==================== block 1
Figure 1. Floorplan with the power grid (block 1).
Drawn at 4 px/micron. Pins as bars on the die edge. Tap cells in grey.
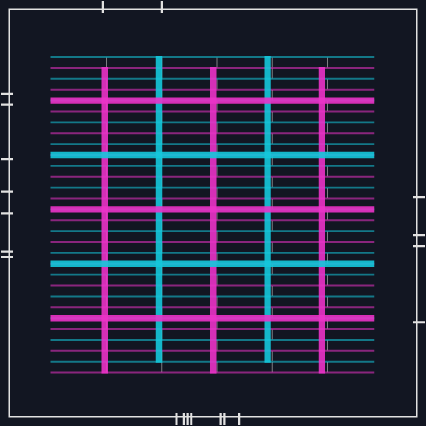

**src/rtl/io_pkg.sv**
```systemverilog
// Shared types and defaults for the mcpu IO peripherals.
//   uart_state_t            : UART transmitter FSM states
//   UART_CLK_DIV_DEFAULT    : clock cycles per bit (50 MHz / 115200 baud)
//   UART_FIFO_DEPTH_DEFAULT : transmit FIFO depth in bytes
package io_pkg;

  typedef enum logic [1:0] {
    IDLE,
    START,
    DATA,
    STOP
  } uart_state_t;

  localparam int unsigned UART_CLK_DIV_DEFAULT    = 434;
  localparam int unsigned UART_FIFO_DEPTH_DEFAULT = 4;

endpackage

```
**src/rtl/fifo_sync.sv**
```systemverilog
// Synchronous FIFO with a combinational head output.
//   clk_i, rst_ni : clock, asynchronous active-low reset
//   push_i        : write wdata_i (ignored while full)
//   pop_i         : drop the head entry (ignored while empty)
//   wdata_i       : write data
//   rdata_o       : current head entry
//   full_o        : holds Depth entries
//   empty_o       : holds no entries
//   count_o       : current occupancy
module fifo_sync #(
  parameter int unsigned Width = 8,
  parameter int unsigned Depth = 4
) (
  input  logic                   clk_i,
  input  logic                   rst_ni,
  input  logic                   push_i,
  input  logic                   pop_i,
  input  logic [Width-1:0]       wdata_i,
  output logic [Width-1:0]       rdata_o,
  output logic                   full_o,
  output logic                   empty_o,
  output logic [$clog2(Depth):0] count_o
);

  localparam int unsigned PtrW = $clog2(Depth);
  localparam int unsigned CntW = PtrW + 1;

  logic [Width-1:0] mem_q [Depth];
  logic [Width-1:0] mem_d [Depth];
  logic [PtrW-1:0]  wptr_q, wptr_d;
  logic [PtrW-1:0]  rptr_q, rptr_d;
  logic [CntW-1:0]  cnt_q, cnt_d;
  logic             do_push, do_pop;

  assign full_o  = (cnt_q == CntW'(Depth));
  assign empty_o = (cnt_q == '0);
  assign count_o = cnt_q;
  assign rdata_o = mem_q[rptr_q];

  // Fullness is judged on the registered count, so a same-cycle pop never frees room.
  assign do_push = push_i && !full_o;
  assign do_pop  = pop_i && !empty_o;

  always_comb begin
    mem_d  = mem_q;
    wptr_d = wptr_q;
    rptr_d = rptr_q;
    cnt_d  = cnt_q;
    if (do_push) begin
      mem_d[wptr_q] = wdata_i;
      wptr_d        = wptr_q + PtrW'(1);
    end
    if (do_pop) begin
      rptr_d = rptr_q + PtrW'(1);
    end
    case ({do_push, do_pop})
      2'b10:   cnt_d = cnt_q + CntW'(1);
      2'b01:   cnt_d = cnt_q - CntW'(1);
      default: cnt_d = cnt_q;
    endcase
  end

  always_ff @(posedge clk_i or negedge rst_ni) begin
    if (!rst_ni) begin
      for (int i = 0; i < Depth; i++) begin
        mem_q[i] <= '0;
      end
      wptr_q <= '0;
      rptr_q <= '0;
      cnt_q  <= '0;
    end else begin
      mem_q  <= mem_d;
      wptr_q <= wptr_d;
      rptr_q <= rptr_d;
      cnt_q  <= cnt_d;
    end
  end

endmodule

```
**src/rtl/io_uart_tx.sv**
```systemverilog
// Byte-wide UART transmitter (8N1) for the mcpu IO write bus.
//   CLK     : system clock
//   RESET   : asynchronous active-low reset
//   WE, WD  : write strobe and byte; one byte queued per cycle while WE is high
//   OVF_CLR : synchronous clear of the sticky overflow flag
//   TXD     : serial output, idle high, registered
//   FULL, EMPTY, COUNT : FIFO status from the registered occupancy
//   BUSY    : FSM is not idle
//   OVF     : sticky, set when a write hits a full FIFO
module io_uart_tx
  import io_pkg::*;
#(
  parameter int unsigned CLK_DIV = UART_CLK_DIV_DEFAULT,
  parameter int unsigned DEPTH   = UART_FIFO_DEPTH_DEFAULT
) (
  input  logic                   CLK,
  input  logic                   RESET,
  input  logic                   WE,
  input  logic [7:0]             WD,
  input  logic                   OVF_CLR,
  output logic                   TXD,
  output logic                   FULL,
  output logic                   EMPTY,
  output logic                   BUSY,
  output logic                   OVF,
  output logic [$clog2(DEPTH):0] COUNT
);

  localparam int unsigned BaudW = (CLK_DIV > 1) ? $clog2(CLK_DIV) : 1;
  localparam logic [BaudW-1:0] BaudLast = BaudW'(CLK_DIV - 1);

  uart_state_t      state_q, state_d;
  logic [BaudW-1:0] baud_q, baud_d;
  logic [2:0]       idx_q, idx_d;
  logic [7:0]       sh_q, sh_d;
  logic             txd_q, txd_d;
  logic             busy_q, busy_d;
  logic             ovf_q, ovf_d;

  logic       fifo_pop;
  logic [7:0] fifo_rdata;
  logic       fifo_full, fifo_empty;
  logic       bit_end;

  fifo_sync #(
    .Width(8),
    .Depth(DEPTH)
  ) u_fifo (
    .clk_i  (CLK),
    .rst_ni (RESET),
    .push_i (WE),
    .pop_i  (fifo_pop),
    .wdata_i(WD),
    .rdata_o(fifo_rdata),
    .full_o (fifo_full),
    .empty_o(fifo_empty),
    .count_o(COUNT)
  );

  assign FULL  = fifo_full;
  assign EMPTY = fifo_empty;
  assign TXD   = txd_q;
  assign BUSY  = busy_q;
  assign OVF   = ovf_q;

  assign bit_end = (baud_q == BaudLast);

  // A dropped write takes priority over a clear in the same cycle.
  always_comb begin
    ovf_d = ovf_q;
    if (WE && fifo_full) begin
      ovf_d = 1'b1;
    end else if (OVF_CLR) begin
      ovf_d = 1'b0;
    end
  end

  // TXD is computed one cycle ahead so the pin itself comes straight from a flop.
  always_comb begin
    state_d  = state_q;
    baud_d   = baud_q;
    idx_d    = idx_q;
    sh_d     = sh_q;
    txd_d    = txd_q;
    fifo_pop = 1'b0;
    unique case (state_q)
      IDLE: begin
        txd_d = 1'b1;
        if (!fifo_empty) begin
          fifo_pop = 1'b1;
          sh_d     = fifo_rdata;
          baud_d   = '0;
          state_d  = START;
          txd_d    = 1'b0;
        end
      end
      START: begin
        txd_d = 1'b0;
        if (bit_end) begin
          baud_d  = '0;
          idx_d   = '0;
          state_d = DATA;
          txd_d   = sh_q[0];
        end else begin
          baud_d = baud_q + BaudW'(1);
        end
      end
      DATA: begin
        txd_d = sh_q[0];
        if (bit_end) begin
          baud_d = '0;
          sh_d   = {1'b0, sh_q[7:1]};
          idx_d  = idx_q + 3'd1;
          if (idx_q == 3'd7) begin
            state_d = STOP;
            txd_d   = 1'b1;
          end else begin
            txd_d = sh_q[1];
          end
        end else begin
          baud_d = baud_q + BaudW'(1);
        end
      end
      STOP: begin
        txd_d = 1'b1;
        if (bit_end) begin
          baud_d = '0;
          // Chain straight into the next start bit when more data is queued.
          if (!fifo_empty) begin
            fifo_pop = 1'b1;
            sh_d     = fifo_rdata;
            state_d  = START;
            txd_d    = 1'b0;
          end else begin
            state_d = IDLE;
          end
        end else begin
          baud_d = baud_q + BaudW'(1);
        end
      end
      default: begin
        state_d = IDLE;
        txd_d   = 1'b1;
      end
    endcase
    busy_d = (state_d != IDLE);
  end

  always_ff @(posedge CLK or negedge RESET) begin
    if (!RESET) begin
      state_q <= IDLE;
      baud_q  <= '0;
      idx_q   <= '0;
      sh_q    <= '0;
      txd_q   <= 1'b1;
      busy_q  <= 1'b0;
      ovf_q   <= 1'b0;
    end else begin
      state_q <= state_d;
      baud_q  <= baud_d;
      idx_q   <= idx_d;
      sh_q    <= sh_d;
      txd_q   <= txd_d;
      busy_q  <= busy_d;
      ovf_q   <= ovf_d;
    end
  end

endmodule

```
**config.mk**
```make
export PLATFORM = sky130hd
export DESIGN_NAME = io_uart_tx
export DESIGN_NICKNAME = d
export VERILOG_FILES = /design/src/rtl/io_pkg.sv /design/src/rtl/fifo_sync.sv /design/src/rtl/io_uart_tx.sv
export SDC_FILE = /design/constraint.sdc
export NUM_CORES = 1
export LEC_CHECK = 0
export ABC_AREA = 1
export CORE_MARGIN = 10
export CORE_UTILIZATION = 50
export DETAILED_ROUTE_END_ITERATION = 6
export PLACE_DENSITY = 0.81
export RECOVER_POWER = 50
export SKIP_CTS_REPAIR_TIMING = 1
export SYNTH_ARGS = -nofsm -noshare
export SYNTH_HDL_FRONTEND = slang
export SYNTH_SLANG_ARGS = --single-unit
```
**constraint.sdc**
```tcl
create_clock -name CLK -period 2.62 [get_ports CLK]
set_input_delay 0.262 -clock CLK [delete_from_list [all_inputs] [get_ports CLK]]
set_output_delay 0.262 -clock CLK [all_outputs]
set_load 0.02 [all_outputs]
```
==================== block 2
### src/rtl/io_bridge_m.sv
// M-stage I/O responder: one device req/ack transaction per access; IDLE->REQ->DONE, 3 cycles minimum with a 1-cycle ack.
// Backpressure: stall holds F/D/E/M from the start cycle until DONE; REQ aborts after TIMEOUT cycles without dev_ack.
module io_bridge_m #(
   parameter int TIMEOUT = 16,
   parameter int DEV_AW  = 30
) (
   input  logic              clk,
   input  logic              reset,
   input  logic              io_sel,
   input  logic              IOWrite,
   input  logic [1:0]        BeOP,
   input  logic [2:0]        MeOP,
   input  logic [31:0]       addr,
   input  logic [31:0]       wdata,
   output logic              stall,
   output logic [31:0]       rdata,
   output logic              rdata_valid,
   output logic              addr_err,
   output logic              dev_req,
   output logic              dev_we,
   output logic [DEV_AW-1:0] dev_addr,
   output logic [3:0]        dev_be,
   output logic [31:0]       dev_wdata,
   input  logic              dev_ack,
   input  logic [31:0]       dev_rdata
);

   localparam logic [1:0] BE_SB = 2'b01, BE_SH = 2'b10, BE_SW = 2'b11;
   localparam logic [2:0] ME_NONE = 3'b000, ME_LW = 3'b001, ME_LBU = 3'b010,
                          ME_LB = 3'b011, ME_LHU = 3'b100, ME_LH = 3'b101;
   localparam int CW = (TIMEOUT > 1) ? $clog2(TIMEOUT) : 1;
   localparam logic [CW-1:0] CNT_LAST = CW'(TIMEOUT - 1);

   typedef enum logic [1:0] {IDLE, REQ, DONE} state_t;

   state_t        state, next_state;
   logic [CW-1:0] cnt;
   logic [2:0]    op;
   logic [1:0]    off;
   logic          err_q;
   logic          start, misaligned, go, cnt_last;
   logic [3:0]    be_c;
   logic [31:0]   wd_c, ext;
   logic [7:0]    byte_sel;
   logic [15:0]   half_sel;

   assign start    = IOWrite | (io_sel & (MeOP != ME_NONE));
   assign go       = start & ~misaligned;
   assign cnt_last = (cnt == CNT_LAST);

   // Alignment is judged against the op that actually applies: BeOP for stores, MeOP for loads.
   always_comb begin
      misaligned = 1'b0;
      if (IOWrite)
         misaligned = ((BeOP == BE_SH) && addr[0]) || ((BeOP == BE_SW) && (addr[1:0] != 2'b00));
      else
         misaligned = (((MeOP == ME_LH) || (MeOP == ME_LHU)) && addr[0]) ||
                      ((MeOP == ME_LW) && (addr[1:0] != 2'b00));
   end

   always_comb begin
      be_c = 4'b1111;
      wd_c = wdata;
      if (IOWrite) begin
         case (BeOP)
            BE_SB:   begin be_c = 4'b0001 << addr[1:0]; wd_c = {4{wdata[7:0]}}; end
            BE_SH:   begin be_c = addr[1] ? 4'b1100 : 4'b0011; wd_c = {2{wdata[15:0]}}; end
            BE_SW:   be_c = 4'b1111;
            default: be_c = 4'b0000;
         endcase
      end
   end

   always_comb begin
      case (off)
         2'd0:    byte_sel = dev_rdata[7:0];
         2'd1:    byte_sel = dev_rdata[15:8];
         2'd2:    byte_sel = dev_rdata[23:16];
         default: byte_sel = dev_rdata[31:24];
      endcase
      half_sel = off[1] ? dev_rdata[31:16] : dev_rdata[15:0];
      case (op)
         ME_LB:   ext = {{24{byte_sel[7]}}, byte_sel};
         ME_LBU:  ext = {24'd0, byte_sel};
         ME_LH:   ext = {{16{half_sel[15]}}, half_sel};
         ME_LHU:  ext = {16'd0, half_sel};
         default: ext = dev_rdata;
      endcase
   end

   always_ff @(posedge clk or negedge reset) begin
      if (!reset) state <= IDLE;
      else        state <= next_state;
   end

   // Outputs are gated by reset so nothing combinational leaks out while the block is held in reset.
   always_comb begin
      next_state  = state;
      stall       = 1'b0;
      addr_err    = 1'b0;
      rdata_valid = 1'b0;
      dev_req     = 1'b0;
      case (state)
         IDLE: begin
            stall    = reset & go;
            addr_err = reset & start & misaligned;
            if (go) next_state = REQ;
         end
         REQ: begin
            stall   = 1'b1;
            dev_req = 1'b1;
            if (dev_ack || cnt_last) next_state = DONE;
         end
         DONE: begin
            rdata_valid = 1'b1;
            addr_err    = err_q;
            next_state  = IDLE;
         end
         default: next_state = IDLE;
      endcase
   end

   always_ff @(posedge clk or negedge reset) begin
      if (!reset) begin
         dev_we    <= 1'b0;
         dev_addr  <= '0;
         dev_be    <= '0;
         dev_wdata <= '0;
         rdata     <= '0;
         op        <= '0;
         off       <= '0;
         cnt       <= '0;
         err_q     <= 1'b0;
      end else begin
         err_q <= 1'b0;
         case (state)
            IDLE: if (go) begin
               dev_we    <= IOWrite;
               dev_addr  <= addr[DEV_AW+1:2];
               dev_be    <= be_c;
               dev_wdata <= wd_c;
               op        <= MeOP;
               off       <= addr[1:0];
               rdata     <= '0;
               cnt       <= '0;
            end
            REQ: begin
               if (dev_ack) begin
                  if (!dev_we) rdata <= ext;
               end else if (cnt_last) begin
                  rdata <= '0;
                  err_q <= 1'b1;
               end else begin
                  cnt <= cnt + 1'b1;
               end
            end
            default: ;
         endcase
      end
   end

endmodule
### config.mk
export PLATFORM = sky130hd
export DESIGN_NAME = io_bridge_m
export DESIGN_NICKNAME = d
export VERILOG_FILES = /design/src/rtl/io_bridge_m.sv
export SDC_FILE = /design/constraint.sdc
export NUM_CORES = 1
export LEC_CHECK = 0
export ABC_AREA = 1
export CORE_UTILIZATION = 40
export CTS_BUF_LIST = sky130_fd_sc_hd__clkbuf_2
export DETAILED_ROUTE_END_ITERATION = 6
export GPL_TIMING_DRIVEN = 0
export PLACE_DENSITY = 0.71
export SLEW_MARGIN = 40
export SYNTH_ARGS = -nofsm -noshare
export SYNTH_HDL_FRONTEND = slang
export SYNTH_SLANG_ARGS = --single-unit
### constraint.sdc
create_clock -name clk -period 1.68 [get_ports clk]
set_input_delay 0.336 -clock clk [delete_from_list [all_inputs] [get_ports clk]]
set_output_delay 0.336 -clock clk [all_outputs]
set_load 0.01 [all_outputs]
==================== block 3
==> src/rtl/imem_ctrl.sv <==
// -----------------------------------------------------------------------------
// imem_ctrl
//   Arbiter and access controller for a single-port synchronous instruction
//   memory shared by the core fetch port (read-only) and the program loader
//   (read/write). It grants at most one request per cycle and flags
//   misaligned or out-of-range addresses instead of issuing an access. It
//   routes each read return to its owner one cycle after the grant, and runs
//   a loader lock session (RUN -> LOAD -> RELEASE) that stalls the core.
//
// Build option:
//   IMEM_CTRL_STARVE_GUARD_EN - when defined, a wait counter forces a fetch
//   grant after MAX_WAIT consecutive denied fetch cycles in RUN. When
//   undefined, RUN arbitration is pure loader priority.
//
// Parameters:
//   N         memory depth in 32-bit words
//   MAX_WAIT  denied fetch cycles before the guard forces a fetch (1..15)
//
// Ports:
//   i_clk, i_reset                 clock, async active-high reset
//   i_f_req, i_f_addr              fetch read request / byte address
//   o_f_gnt                        fetch accepted this cycle (combinational)
//   o_f_rvalid, o_f_rdata          fetch read return
//   i_l_req, i_l_we, i_l_addr,
//   i_l_wdata, i_l_lock            loader request, write flag, address, data,
//                                  session lock
//   o_l_gnt                        loader accepted this cycle (combinational)
//   o_l_rvalid, o_l_rdata          loader read return
//   o_err                          pulse: last accepted request was illegal
//   o_core_hold                    core fetch stall (LOAD and RELEASE)
//   o_mem_en, o_mem_we,
//   o_mem_addr, o_mem_wdata        memory command
//   i_mem_rdata                    memory read data (one cycle after read)
// -----------------------------------------------------------------------------
module imem_ctrl #(
  parameter int N        = 2048,
  parameter int MAX_WAIT = 4
) (
  input  logic                 i_clk,
  input  logic                 i_reset,
  input  logic                 i_f_req,
  input  logic [31:0]          i_f_addr,
  output logic                 o_f_gnt,
  output logic                 o_f_rvalid,
  output logic [31:0]          o_f_rdata,
  input  logic                 i_l_req,
  input  logic                 i_l_we,
  input  logic [31:0]          i_l_addr,
  input  logic [31:0]          i_l_wdata,
  input  logic                 i_l_lock,
  output logic                 o_l_gnt,
  output logic                 o_l_rvalid,
  output logic [31:0]          o_l_rdata,
  output logic                 o_err,
  output logic                 o_core_hold,
  output logic                 o_mem_en,
  output logic                 o_mem_we,
  output logic [$clog2(N)-1:0] o_mem_addr,
  output logic [31:0]          o_mem_wdata,
  input  logic [31:0]          i_mem_rdata
);

  localparam int          AW         = $clog2(N);
  localparam logic [31:0] ADDR_LIMIT = 32'(N * 4);

  if (MAX_WAIT < 1 || MAX_WAIT > 15) begin : g_bad_max_wait
    $error("imem_ctrl: MAX_WAIT must be in 1..15");
  end

  typedef enum logic [1:0] {
    RUN     = 2'd0,
    LOAD    = 2'd1,
    RELEASE = 2'd2
  } state_t;

  state_t state;

  logic f_gnt_p0;
  logic l_gnt_p0;
  logic starve_p0;
  logic f_legal_p0;
  logic l_legal_p0;
  logic acc_legal_p0;
  logic any_gnt_p0;

  logic rd_vld_p1;
  logic rd_owner_p1;   // 1: return belongs to the loader
  logic err_p1;
  logic [31:0] f_rdata_q;
  logic [31:0] l_rdata_q;

`ifdef IMEM_CTRL_STARVE_GUARD_EN
  logic [3:0] wait_cnt;
  assign starve_p0 = (state == RUN) && (wait_cnt == 4'(MAX_WAIT));
`else
  assign starve_p0 = 1'b0;
`endif

  // ---- stage p0: arbitration and memory command (grant cycle) ----
  always_comb begin
    f_gnt_p0 = 1'b0;
    l_gnt_p0 = 1'b0;
    case (state)
      RUN: begin
        l_gnt_p0 = i_l_req & ~starve_p0;
        f_gnt_p0 = i_f_req & (~i_l_req | starve_p0);
      end
      LOAD: begin
        l_gnt_p0 = i_l_req;
      end
      default: begin
        // RELEASE issues no grants so an outstanding loader read can drain.
      end
    endcase
  end

  assign f_legal_p0   = (i_f_addr[1:0] == 2'b00) && (i_f_addr < ADDR_LIMIT);
  assign l_legal_p0   = (i_l_addr[1:0] == 2'b00) && (i_l_addr < ADDR_LIMIT);
  assign acc_legal_p0 = l_gnt_p0 ? l_legal_p0 : f_legal_p0;
  assign any_gnt_p0   = f_gnt_p0 | l_gnt_p0;

  assign o_f_gnt     = f_gnt_p0;
  assign o_l_gnt     = l_gnt_p0;
  assign o_mem_en    = any_gnt_p0 & acc_legal_p0;
  assign o_mem_we    = o_mem_en & l_gnt_p0 & i_l_we;
  assign o_mem_addr  = l_gnt_p0 ? i_l_addr[AW+1:2] : i_f_addr[AW+1:2];
  assign o_mem_wdata = i_l_wdata;

  // ---- stage p1: state, return tracking and error pulse ----
  always_ff @(posedge i_clk or posedge i_reset) begin
    if (i_reset) begin
      state       <= RUN;
      o_core_hold <= 1'b0;
      rd_vld_p1   <= 1'b0;
      rd_owner_p1 <= 1'b0;
      err_p1      <= 1'b0;
      f_rdata_q   <= '0;
      l_rdata_q   <= '0;
    end else begin
      case (state)
        RUN: begin
          if (i_l_lock) begin
            state       <= LOAD;
            o_core_hold <= 1'b1;
          end
        end
        LOAD: begin
          if (!i_l_lock) begin
            state <= RELEASE;
          end
        end
        RELEASE: begin
          state       <= RUN;
          o_core_hold <= 1'b0;
        end
        default: begin
          state       <= RUN;
          o_core_hold <= 1'b0;
        end
      endcase

      rd_vld_p1   <= o_mem_en & ~o_mem_we;
      rd_owner_p1 <= l_gnt_p0;
      err_p1      <= any_gnt_p0 & ~acc_legal_p0;

      // Remember the last returned word so the idle side keeps its value.
      if (o_f_rvalid) f_rdata_q <= i_mem_rdata;
      if (o_l_rvalid) l_rdata_q <= i_mem_rdata;
    end
  end

`ifdef IMEM_CTRL_STARVE_GUARD_EN
  always_ff @(posedge i_clk or posedge i_reset) begin
    if (i_reset) begin
      wait_cnt <= '0;
    end else if ((state != RUN) || !i_f_req || f_gnt_p0) begin
      wait_cnt <= '0;
    end else if (wait_cnt != 4'(MAX_WAIT)) begin
      wait_cnt <= wait_cnt + 4'd1;
    end
  end
`endif

  assign o_f_rvalid = rd_vld_p1 & ~rd_owner_p1;
  assign o_l_rvalid = rd_vld_p1 & rd_owner_p1;
  assign o_f_rdata  = o_f_rvalid ? i_mem_rdata : f_rdata_q;
  assign o_l_rdata  = o_l_rvalid ? i_mem_rdata : l_rdata_q;
  assign o_err      = err_p1;

endmodule

==> config.mk <==
export PLATFORM = sky130hd
export DESIGN_NAME = imem_ctrl
export DESIGN_NICKNAME = d
export VERILOG_FILES = /design/src/rtl/imem_ctrl.sv
export SDC_FILE = /design/constraint.sdc
export NUM_CORES = 1
export LEC_CHECK = 0
export CORE_MARGIN = 3
export CORE_UTILIZATION = 33
export CTS_CLUSTER_SIZE = 16
export DETAILED_ROUTE_END_ITERATION = 8
export PLACE_DENSITY = 0.81
export SETUP_SLACK_MARGIN = 0.5
export SYNTH_ARGS = -nofsm -noshare
export SYNTH_HDL_FRONTEND = slang
export SYNTH_SLANG_ARGS = --single-unit
==> constraint.sdc <==
create_clock -name i_clk -period 2.9 [get_ports i_clk]
set_input_delay 0.435 -clock i_clk [delete_from_list [all_inputs] [get_ports i_clk]]
set_output_delay 0.435 -clock i_clk [all_outputs]
set_load 0.05 [all_outputs]
==================== block 4
===== config.mk =====
export PLATFORM = sky130hd
export DESIGN_NAME = bus_arbiter_flat
export DESIGN_NICKNAME = d
export VERILOG_FILES = /design/src/rtl/bus_arbiter_pkg.sv /design/src/rtl/execute.sv /design/src/rtl/bus_arbiter_if.sv /design/src/rtl/bus_arbiter_watchdog.sv /design/src/rtl/bus_arbiter.sv /design/src/flat_wrapper.sv
export SDC_FILE = /design/constraint.sdc
export NUM_CORES = 1
export LEC_CHECK = 0
export ABC_AREA = 1
export CORE_AREA = 8 8 227 229
export DETAILED_ROUTE_END_ITERATION = 10
export DIE_AREA = 0 0 235 237
export HOLD_SLACK_MARGIN = 0.1
export PLACE_DENSITY = 0.38
export SLEW_MARGIN = 20
export SYNTH_ARGS = -nofsm -noshare
export SYNTH_HDL_FRONTEND = slang
export SYNTH_SLANG_ARGS = --single-unit

===== constraint.sdc =====
create_clock -name clock -period 1.5 [get_ports clock]
set_input_delay 0.375 -clock clock [delete_from_list [all_inputs] [get_ports clock]]
set_output_delay 0.375 -clock clock [all_outputs]
set_load 0.01 [all_outputs]

===== src/rtl/bus_arbiter_pkg.sv =====
// Shared 9444 bus arbiter types: grant encoding, FSM states, watchdog sizing and the tie-break rule.
package bus_arbiter_pkg;

  localparam int unsigned TIMEOUT_CYCLES_DEFAULT = 1024;

  typedef enum logic [1:0] {
    GRANT__NONE = 2'd0,
    GRANT__M0   = 2'd1,
    GRANT__M1   = 2'd2
  } grant_t;

  typedef enum logic [1:0] {
    ST_IDLE = 2'd0,
    ST_OWN0 = 2'd1,
    ST_OWN1 = 2'd2
  } state_t;

  // A zero limit disables the watchdog, but the counter still needs a legal width.
  function automatic int unsigned watchdog_width(input int unsigned limit);
    return (limit == 0) ? 1 : $clog2(limit + 1);
  endfunction

  function automatic grant_t arbitrate(input logic req0, input logic req1, input logic prefer_m0);
    if (req0 && (!req1 || prefer_m0)) return GRANT__M0;
    if (req1) return GRANT__M1;
    return GRANT__NONE;
  endfunction

endpackage


===== src/rtl/execute.sv =====
// Execute-stage types shared with the memory system: XLEN and the access-kind/size encoding.
package execute;

  localparam int XLEN = 32;

  typedef enum logic [3:0] {
    MEM_NONE   = 4'd0,
    BYTE_READ  = 4'd1,
    HALF_READ  = 4'd2,
    WORD_READ  = 4'd3,
    BYTE_WRITE = 4'd4,
    HALF_WRITE = 4'd5,
    WORD_WRITE = 4'd6
  } memory_access_t;

endpackage


===== src/rtl/bus_arbiter_if.sv =====
// One 9444 bus port. The requester side uses the master modport; the responder side uses the slave modport.
interface bus_arbiter_if;
  import execute::*;

  logic                  cycle;
  logic [31:0]           paddr;
  memory_access_t        access;
  logic [XLEN-1:0]       data_out;
  logic [4*XLEN-1:0]     data_in;
  logic                  ack;

  modport master (
    output cycle, paddr, access, data_out,
    input  data_in, ack
  );

  modport slave (
    input  cycle, paddr, access, data_out,
    output data_in, ack
  );

endinterface


===== src/rtl/bus_arbiter_watchdog.sv =====
// Saturating count of owned cycles without a slave ack plus a sticky timeout flag (TIMEOUT_CYCLES = 0 disables).
module bus_arbiter_watchdog
  import bus_arbiter_pkg::*;
#(
  parameter int unsigned TIMEOUT_CYCLES = TIMEOUT_CYCLES_DEFAULT
) (
  input  logic clock,
  input  logic reset,
  input  logic active,
  input  logic done,
  output logic timeout
);

  localparam int unsigned CNT_W = watchdog_width(TIMEOUT_CYCLES);

  if (TIMEOUT_CYCLES == 0) begin : g_disabled
    assign timeout = 1'b0;
  end else begin : g_enabled
    localparam logic [CNT_W-1:0] LIMIT = CNT_W'(TIMEOUT_CYCLES);
    localparam logic [CNT_W-1:0] LAST  = CNT_W'(TIMEOUT_CYCLES - 1);

    logic [CNT_W-1:0] count;
    logic             flag;
    logic             hit;

    // The cycle that brings the count to the limit already reports the timeout.
    assign hit = active && !done && (count == LAST);

    // NOTE: sequential state uses non-blocking assignments so every register samples pre-edge values.
    always_ff @(posedge clock) begin
      if (reset) begin
        count <= '0;
        flag  <= 1'b0;
      end else begin
        if (!active || done) begin
          count <= '0;
        end else if (count != LIMIT) begin
          count <= count + CNT_W'(1);
        end
        if (hit) begin
          flag <= 1'b1;
        end
      end
    end

    assign timeout = flag | (hit & ~reset);
  end

endmodule


===== src/rtl/bus_arbiter.sv =====
// Two-master arbiter for the 9444 memory bus; ownership is locked from grant until the slave ack.
// Build option BUS_ARBITER_FIXED_PRIORITY_EN: m1 wins every tie; otherwise ties alternate round-robin.
module bus_arbiter
  import bus_arbiter_pkg::*;
  import execute::*;
#(
  parameter int unsigned TIMEOUT_CYCLES = TIMEOUT_CYCLES_DEFAULT
) (
  input  logic          clock,
  input  logic          reset,
  bus_arbiter_if.slave  m0,
  bus_arbiter_if.slave  m1,
  bus_arbiter_if.master s,
  output grant_t        grant,
  output logic          timeout
);

  state_t state;
  grant_t pick;
  logic   own0;
  logic   own1;
  logic   prefer_m0;

  assign own0 = (state == ST_OWN0);
  assign own1 = (state == ST_OWN1);

`ifdef BUS_ARBITER_FIXED_PRIORITY_EN
  assign prefer_m0 = 1'b0;
`else
  grant_t last_grant;

  assign prefer_m0 = (last_grant == GRANT__M1);

  always_ff @(posedge clock) begin
    if (reset) begin
      last_grant <= GRANT__M1;
    end else if ((state == ST_IDLE) && (pick != GRANT__NONE)) begin
      last_grant <= pick;
    end
  end
`endif

  assign pick = arbitrate(m0.cycle, m1.cycle, prefer_m0);

  // Arbitration only happens in IDLE, so the ack cycle never re-grants the still-high requester.
  always_ff @(posedge clock) begin
    if (reset) begin
      state <= ST_IDLE;
      grant <= GRANT__NONE;
    end else begin
      case (state)
        ST_IDLE: begin
          grant <= pick;
          case (pick)
            GRANT__M0: state <= ST_OWN0;
            GRANT__M1: state <= ST_OWN1;
            default:   state <= ST_IDLE;
          endcase
        end
        ST_OWN0, ST_OWN1: begin
          if (s.ack) begin
            state <= ST_IDLE;
            grant <= GRANT__NONE;
          end
        end
        default: begin
          state <= ST_IDLE;
          grant <= GRANT__NONE;
        end
      endcase
    end
  end

  assign s.cycle    = (own0 & m0.cycle) | (own1 & m1.cycle);
  assign s.paddr    = own0 ? m0.paddr    : (own1 ? m1.paddr    : '0);
  assign s.access   = own0 ? m0.access   : (own1 ? m1.access   : MEM_NONE);
  assign s.data_out = own0 ? m0.data_out : (own1 ? m1.data_out : '0);

  assign m0.ack     = own0 & s.ack;
  assign m1.ack     = own1 & s.ack;
  assign m0.data_in = s.data_in;
  assign m1.data_in = s.data_in;

  bus_arbiter_watchdog #(
    .TIMEOUT_CYCLES(TIMEOUT_CYCLES)
  ) u_watchdog (
    .clock  (clock),
    .reset  (reset),
    .active (state != ST_IDLE),
    .done   (s.ack),
    .timeout(timeout)
  );

`ifndef SYNTHESIS
  // A master must hold its request until acked; ownership is kept regardless.
  m0_holds_cycle: assert property (@(posedge clock) disable iff (reset) own0 |-> m0.cycle)
    else $error("bus_arbiter: m0 dropped its cycle before ack");
  m1_holds_cycle: assert property (@(posedge clock) disable iff (reset) own1 |-> m1.cycle)
    else $error("bus_arbiter: m1 dropped its cycle before ack");
`endif

endmodule

===== src/flat_wrapper.sv =====
// flat-port wrapper written by rule: the top's interface ports become plain ports
module bus_arbiter_flat import bus_arbiter_pkg::*; import execute::*;
#(
  parameter int unsigned TIMEOUT_CYCLES = TIMEOUT_CYCLES_DEFAULT
)
  (clock, reset, grant, timeout, m0_cycle, m0_paddr, m0_access, m0_data_out, m0_data_in, m0_ack, m1_cycle, m1_paddr, m1_access, m1_data_out, m1_data_in, m1_ack, s_cycle, s_paddr, s_access, s_data_out, s_data_in, s_ack);
  bus_arbiter_if m0_i ();
  bus_arbiter_if m1_i ();
  bus_arbiter_if s_i ();
  input  logic clock;
  input  logic reset;
  output grant_t grant;
  output logic timeout;
  input wire logic [$bits(m0_i.cycle)-1:0] m0_cycle;
  input wire logic [$bits(m0_i.paddr)-1:0] m0_paddr;
  input wire logic [$bits(m0_i.access)-1:0] m0_access;
  input wire logic [$bits(m0_i.data_out)-1:0] m0_data_out;
  output wire logic [$bits(m0_i.data_in)-1:0] m0_data_in;
  output wire logic [$bits(m0_i.ack)-1:0] m0_ack;
  input wire logic [$bits(m1_i.cycle)-1:0] m1_cycle;
  input wire logic [$bits(m1_i.paddr)-1:0] m1_paddr;
  input wire logic [$bits(m1_i.access)-1:0] m1_access;
  input wire logic [$bits(m1_i.data_out)-1:0] m1_data_out;
  output wire logic [$bits(m1_i.data_in)-1:0] m1_data_in;
  output wire logic [$bits(m1_i.ack)-1:0] m1_ack;
  output wire logic [$bits(s_i.cycle)-1:0] s_cycle;
  output wire logic [$bits(s_i.paddr)-1:0] s_paddr;
  output wire logic [$bits(s_i.access)-1:0] s_access;
  output wire logic [$bits(s_i.data_out)-1:0] s_data_out;
  input wire logic [$bits(s_i.data_in)-1:0] s_data_in;
  input wire logic [$bits(s_i.ack)-1:0] s_ack;
  assign m0_i.cycle = m0_cycle;
  assign m0_i.paddr = m0_paddr;
  assign m0_i.access = m0_access;
  assign m0_i.data_out = m0_data_out;
  assign m0_data_in = m0_i.data_in;
  assign m0_ack = m0_i.ack;
  assign m1_i.cycle = m1_cycle;
  assign m1_i.paddr = m1_paddr;
  assign m1_i.access = m1_access;
  assign m1_i.data_out = m1_data_out;
  assign m1_data_in = m1_i.data_in;
  assign m1_ack = m1_i.ack;
  assign s_cycle = s_i.cycle;
  assign s_paddr = s_i.paddr;
  assign s_access = s_i.access;
  assign s_data_out = s_i.data_out;
  assign s_i.data_in = s_data_in;
  assign s_i.ack = s_ack;
  bus_arbiter #(.TIMEOUT_CYCLES(TIMEOUT_CYCLES)) u_core (.clock(clock), .reset(reset), .m0(m0_i), .m1(m1_i), .s(s_i), .grant(grant), .timeout(timeout));
endmodule

Figure 2. Routed metal, one colour a layer (block 2).
Drawn at 4 px/micron.
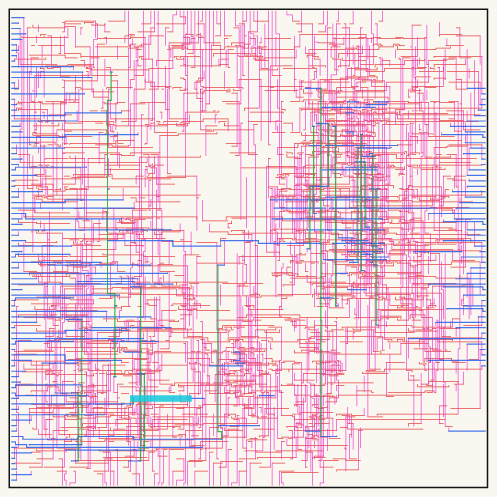
| colour | layer | wire length |
|---|---|---|
| cyan | M5 | 13.8 microns |
| red | M1 | 7650 microns |
| blue | M3 | 1820 microns |
| magenta | M2 | 8710 microns |
| green | M4 | 561 microns |

==> metrics.cfg, block 2 <==
[routing]
routed.top_layer=met5
routed_wl_mm=18.75
violation_count_after_the_first_detailed_routing_iteration=266
avgViaCountPerCell=5.009
routed_wire_length_per_instance_microns=15.93
antenna_violating_nets_post_route=0

[run_status]
failing_checks=hold timing, setup timing
run_status=finished with violations

[die]
die_x_microns=119.2
tapcell.inserted=176
die_h_microns=119.2
chipArea_sq_um=14210
floorplanUtilization_pct=41.33
pin_count=209

[worst_setup_path]
worst_ep_arrival_time_ps=1600
crit_path_cell_trace=buf_6, inv_6, nor2_4, nand2_1, o21ai_1, buf_2
endpoint_kind=output pin
reg2reg_depth=11
cp.required_ps=1340
number_of_buffers_and_inverters_on_the_critical_path=3
critPathLaunchType=flop
worstSetupPathDepth=6
regToRegStartpoint=state[1]

[final_layout]
non_clock_inverter_count=44
sh_seq_area_pct=33.04
finish.instance_area_sq_um=8418
layout.clock_buffers=9
drive_gt1_share_pct=29.67
final-clk-cell-share_pct=1.546
fillCellCount=1220
final-instance-count-excl-fill=1177
multi_input_comb_cells=528
n_all_buffers=303
finalNetCount=1108

[sta]
worst_path_setup_slack_after_routing_ps=-260.0
clock-skew-final_ps=13.92
layout_worst_path_cycle_share_pct=115.5
hold-worst-slack_ps=-153.5
maxClockFrequency_ghz=0.5155
worst_slew_pin_slew_ps=616.5
final-hold-violation-count=68
slew-limit-headroom_pct=58.75
setup_viol_count_final=4

[cts]
numCtsBuffers=9
clock_path_buffers=2
cts-resized-gates=407
cts_post_setup_buffers_inserted=33
cts_hold_repair.buffers=5
cts-root-buf=sky130_fd_sc_hd__clkbuf_2

[logic_synthesis]
async_flop_share_pct=100.0
compound_area_share_pct=14.96
yosysWarnings=0
ys_ff=111
synth_dominant_cell_count=sky130_fd_sc_hd__nand2_1
yosysChipArea_sq_um=5495
postSynthSeqShare_pct=50.55
post_synth_main_logic_family=simple AND/OR/NAND/NOR gates
avgSynthCellArea_sq_um=7.664
xor_area_share_pct=0.1594
mappedNetlistNets=828
synth-edff-count=0

[place]
placedCellCount=1102
gp_congestion=0.9257

[pwr]
power.density_cell_area_nw_per_um2=1667

[grt]
globalRouteMet3Util_pct=8.573
grt_start_max_net_pins=70
grtUsageMet2_pct=42.01
globalRouteTotalUtil_pct=26.36
grt.met1_usage_pct=32.49

-- block 2: power breakdown --
group	leakage [nW]	switching [mW]	internal (mW)	total (mW)
sequential	1.42	0.753	3.88	4.63
clock	0.0774	0.906	0.483	1.39
combinational	2.89	4.48	3.53	8.01
total	4.38	6.14	7.89	14.0
-- block 2: flip-flops by register name, indices dropped and copies added, names as in the netlist --
signal / flops
dev_we: 1
dev_wdata: 32
rdata: 32
err_q: 1
cnt: 4
state: 2
op: 3
dev_be: 4
off: 2
dev_addr: 30
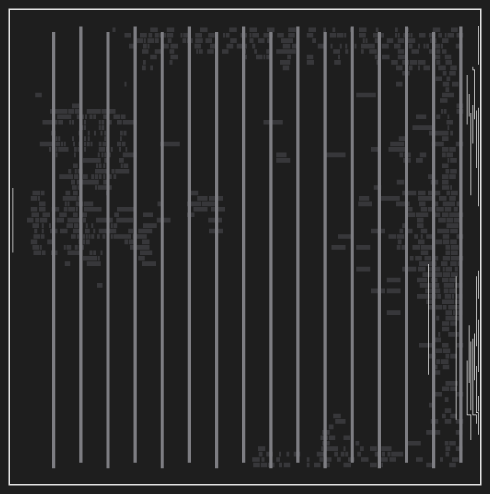
Figure 3: block 4, metal 4.
Drawn at 2 px/micron. Supply wires on this layer in grey. Cells faint in the background.
wire length on this layer: 664 microns
longest straight run: 71.4 microns
share of all routed wire: 2.5%

==> metrics.cfg, block 4 <==
[run_status]
run_status=finished with violations
failing_checks=setup timing

[pwr]
power.ir.vdd_worst_mv=0.2961
power.share.sequential_pct=14.2
seq_cell_power_mw=0.512

[routing]
routed_wire_length_per_instance_microns=20.81
detail_route.drc_violations=0
met3RoutedLength_mm=3.589
drt-met1-wl_mm=10.60
route.vias.total=3967

[final_layout]
leading_cell_type_in_the_layout_fill_and_taps_excluded=sky130_fd_sc_hd__clkdlybuf4s50_1
final-instance-count-excl-fill=1292
layout_top_cells_excl_fill_tap=140 x sky130_fd_sc_hd__clkdlybuf4s50_1, 85 x sky130_fd_sc_hd__nand2_1, 65 x sky130_fd_sc_hd__nand2_2
largest_reg_flops=11
finalNetCount=945
drive_gt1_share_pct=51.19

[worst_setup_path]
critPathLaunchType=flop
worst_setup_path_startpoint=u_core.state[1]
reg2reg_depth=10
path_max_fanout=6
timing.critical_path.max_delay_family=buffers and inverters
worst-setup-path-type=flop to output pin
number_of_buffers_and_inverters_on_the_critical_path=6

[cts]
cts_hold_repair.buffers=0
tritoncts_num_sinks=18
clk_transition_reported_paths_ps=50
tritoncts=done
numCtsBuffers=3
clk-insertion-delay-late_ps=250

[logic_synthesis]
synth_dominant_cell_count=sky130_fd_sc_hd__buf_4
synth_cell_type_count=21
avgSynthCellArea_sq_um=6.104

[place]
placedCellCount=1226
post-place-ws_ps=-668.9
placed_cell_area_sq_um=5304

[grt]
grt_start_max_net_pins=21
overflow_after_grt=0
grt_pass1_vias=4374
global_route_wire_length_before_repair_mm=36.09
grtUsageMet2_pct=13.91

[hold_path]
worst_min_delay_path_class=flop to flop
worstHoldEndpoint=u_core.last_grant[0]
hold_path_depth=2

[sta]
hold-worst-slack_ps=454.5
timing_max_transition_violations_final=0
unrepaired_setup_endpoints_after_global_routing=true
final-hold-violation-count=0
setup_viol_count_final=72
worst_path_setup_slack_after_routing_ps=-514.2

[die]
die_h_microns=237
pin_count=599

[run]
openroad.warnings=31

==> block 4: area by class of cell <==
class | count | area share (%)
Sequential cell | 18 | 5.150
Clock buffer | 4 | 1.235
Inverter | 23 | 1.374
Tap cell | 622 | 10.82
Multi-Input combinational cell | 312 | 30.48
Timing Repair Buffer | 313 | 50.94
==> block 4: cells by family (layout without fill, tap and decap cells) <==
kind of cell,Yosys count,count (layout),synth area share [%]
xor+xnor,1,1,0.2267
flops,18,18,9.327
buf+inv,303,340,54.92
simple gates,288,288,31.54
fa+ha+maj,5,5,1.619
compound gates,18,18,2.364
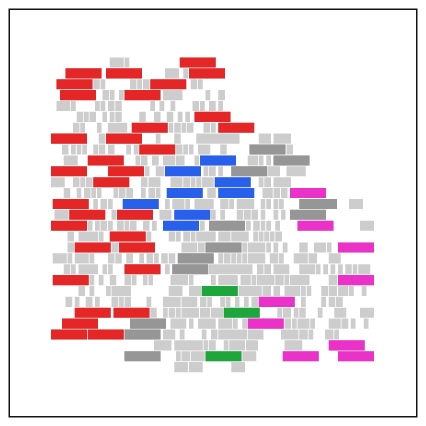
Figure 4: block 1, where the registers sit.
Drawn at 4 px/micron.
| colour | signal | flops |
|---|---|---|
| blue | sh_q | 8 |
| red | u_fifo.mem_q | 32 |
| magenta | baud_q | 9 |
| green | u_fifo.count_o | 3 |

About Figure 1:
| colour | net |
|---|---|
| cyan | VDD |
| magenta | VSS |
met1 rails: 30
met4 straps: 5
signal pins: 20
met5 straps: 5
rows: 29
Die Wd: 101.5 microns
Chip Height: 101.5 microns

==> metrics.cfg, block 1 <==
[run_status]
run_status=complete, no violations

[grt]
global_route_wire_length_before_repair_mm=12.18
antenna_found_initial=0

[worst_setup_path]
rr_endpoint=u_fifo.count_o[1]
critPathLaunchType=flop
worst_setup_path_startpoint=baud_q[1]
critical-path-slowest-cell=sky130_fd_sc_hd__fa_1
worstSetupPathDepth=11
path_max_fanout=4

[logic_synthesis]
compound_area_share_pct=12.95
synth_cell_type_count=33
ys_sh_mux_pct=0.3389
ys_dominant_reg_cell=sky130_fd_sc_hd__dfrtp_1
async_flop_share_pct=100.0
post_synth_main_logic_family=simple AND/OR/NAND/NOR gates

[final_layout]
area_share_nonclk_buffers_pct=5.821
finalNetCount=427
largest_register=u_fifo.mem_q
finalCoreUtilization_pct=58.56
multi_input_gate_area_in_the_final_layout_sq_um=1438
final-clk-cell-share_pct=5.554
synthToLayoutAreaGrowth_pct=12.54

[cts]
tritoncts_num_sinks=64
htreeDepth=3

[die]
coreArea_sq_um=6386
chipArea_sq_um=10310
tapcell.inserted=77
floorplanUtilization_pct=52.04
pin_count=20

[run]
openroad.warnings=34

[pwr]
p_sw_mw=1.031
power.density_cell_area_nw_per_um2=851.2
power.total_mw=3.183

[sta]
layout_worst_path_cycle_share_pct=92.70
worst_path_setup_slack_after_routing_ps=191.2

[routing]
violation_count_after_the_first_detailed_routing_iteration=179
routed_wl_mm=6.905
routed_wire_length_per_instance_microns=14.39

[place]
placedCellCount=465
gp_congestion=0.9692
placed_cell_area_sq_um=3537

[hold_path]
worst_min_delay_path_class=input port to asynchronous set/reset pin

-- block 1: power by group through the flow --
stage	clock network, mW	registers (mW)	logic [mW]
2_1_floorplan	0	1.44	0.596
3_5_place_dp	0	1.44	0.851
6_report	0.917	1.43	0.833
5_1_grt	0.984	1.47	0.955
4_1_cts	0.931	1.43	0.858
3_3_place_gp	0	1.43	0.813
-- block 1: metal layers --
metal  vias to the layer above  GRT usage (%)  wire [microns]
met1                      1214          17.12            3087
met2                        42          24.66            3454
li1                       1263              -               -
met3                         8          4.833             270
met4                         0          4.930              93
met5                         -              0               0
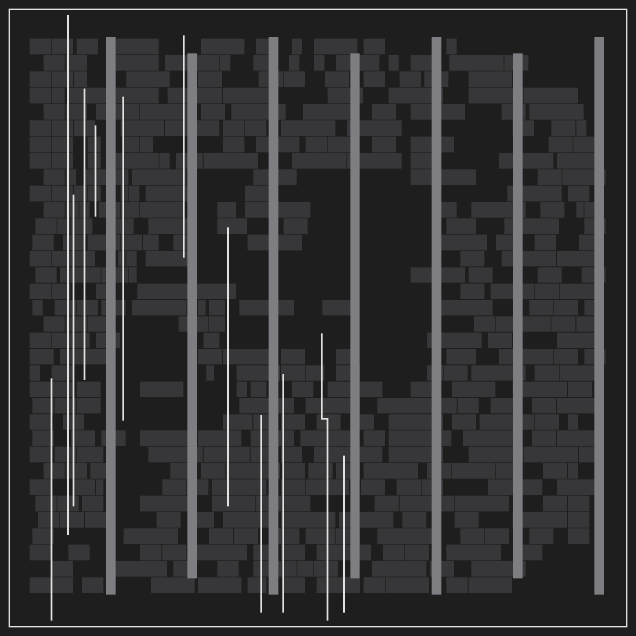
Figure 5: block 3, metal 4.
Drawn at 6 px/micron. Supply wires on this layer in grey. Cells faint in the background.
nets with wire on the layer: 12
wire length on this layer: 525 microns
longest straight run: 86.4 microns
share of all routed wire: 5.2%
main direction: vertical
final WL: 10.01 mm
routed via count: 2398

==> metrics.cfg, block 3 <==
[run]
openroad.warnings=28
timing.max_cap.violations=0

[cts]
tritoncts=done
tritoncts_num_sinks=70
numCtsBuffers=9
clk_transition_reported_paths_ps=70

[logic_synthesis]
post-synth-top-area-cell=sky130_fd_sc_hd__dfrtp_1
simple_gate_share_of_the_synthesized_area_pct=5.317
number_of_instances_in_the_synthesized_netlist=222
async_flop_share_pct=100.0
yosysChipArea_sq_um=3083

[worst_setup_path]
setup.reg_to_reg.worst_slack_ps=1330
worst_ep_arrival_time_ps=2020
critical-path-slowest-cell=sky130_fd_sc_hd__or4_1
endpoint_kind=output pin
reg2reg_depth=5
worst-setup-path-type=input port to output pin

[grt]
antenna_found_initial=0
grtUsageMet2_pct=34.56
grt.met1_usage_pct=18.18
globalRouteMet3Util_pct=7.037
globalRouteTotalUtil_pct=19.25

[sta]
maxClockFrequency_ghz=0.4067
clock-skew-final_ps=7.450

[pwr]
clkPwrFrac_pct=35.1
leakagePower_nw=2.457
power.share.sequential_pct=41.3
power_switching_share_pct=26.79
top_power_group=registers
p_sw_mw=0.6574

[run_status]
run_status=complete, no violations

[routing]
drt-met1-wl_mm=3.154
detailroute.wirelength.met2_mm=5.390
routed.top_layer=met4
violation_count_after_the_first_detailed_routing_iteration=58

[final_layout]
seq_area_sq_um=1752
finalNetCount=517
fillCellCount=692

[die]
coreArea_sq_um=8891
pin_count=249
floorplanUtilization_pct=34.67

## block 3: logic make-up after synthesis
kind of cell           count (synthesis)
AND-OR/OR-AND                          3
buffers and inverters                 44
flip-flops                            70
multiplexers                          76
AND/OR/NAND/NOR                       29
## block 3: final cells by class
cell class              instances  share of cell area [%]
repair buffers                191                   42.05
flip-flops and latches         70                   31.89
multi-input cells             108                   19.36
well taps                     108                   2.460
clock buffers                   9                   2.255
clock inverters                 7                   1.777
inverters                       3                  0.2050
## block 3: worst max-delay path, delay by kind of cell
family                 cells  cell delay, ps
AND-OR/OR-AND              1             150
buffers and inverters      2             220
AND/OR/NAND/NOR            3            1230


==> screenshots <==
Cell area per tile.
picture 1
Drawn at 4 px/micron. The die is cut into 10 by 10 equal tiles; white is low, dark blue is high, 0 to 100% covered.
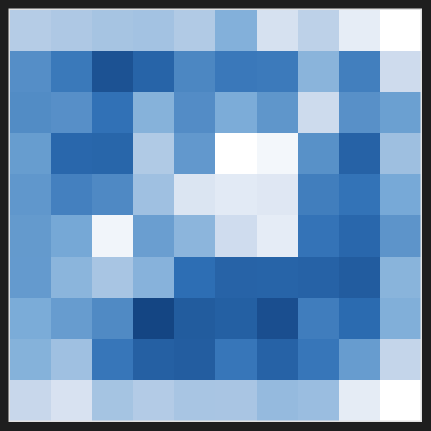
picture 2
Drawn at 3 px/micron. The die is cut into 12 by 12 equal tiles; white is low, dark blue is high, 0 to 100% covered.
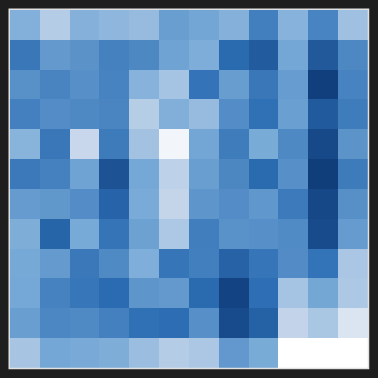
picture 3
Drawn at 1.5 px/micron. The die is cut into 24 by 24 equal tiles; white is low, dark blue is high, 0 to 100% covered.
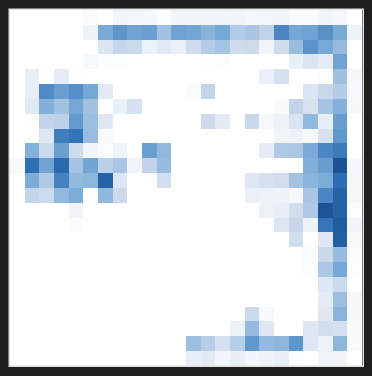
picture 4
Drawn at 4 px/micron. The die is cut into 10 by 10 equal tiles; white is low, dark blue is high, 0 to 100% covered.
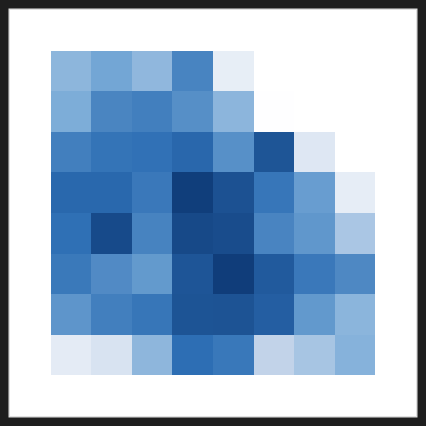
block 3 -> picture 1
block 2 -> picture 2
block 1 -> picture 4
block 4 -> picture 3
- lowest utilization: picture 3
- largest die: picture 3


## Gallery

Clock wiring as the flow saved it.
shot_01.png
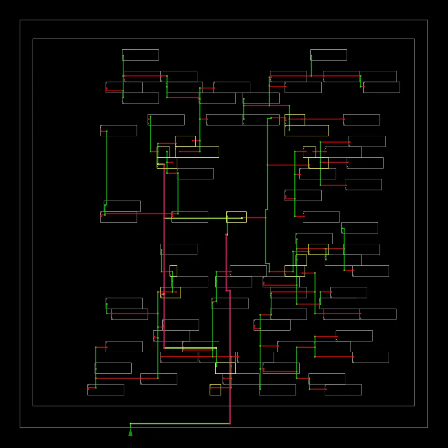
shot_02.png
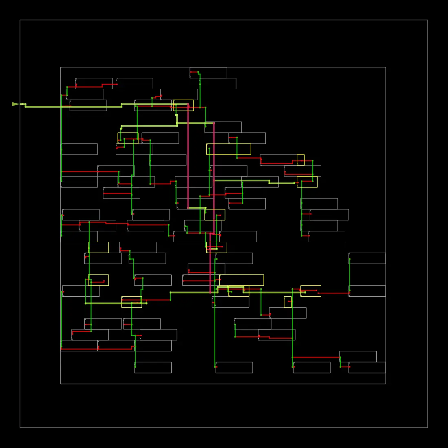
shot_03.png
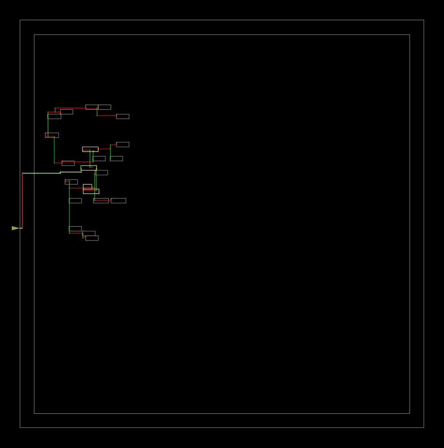
shot_04.png
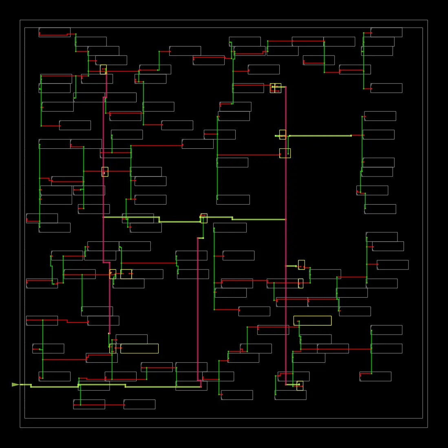
shot_02.png comes from block 1.
shot_03.png comes from block 4.
shot_01.png comes from block 3.
shot_04.png comes from block 2.
Of these, fewest sequential cells: shot_03.png

Power and IR drop assume default switching activity.
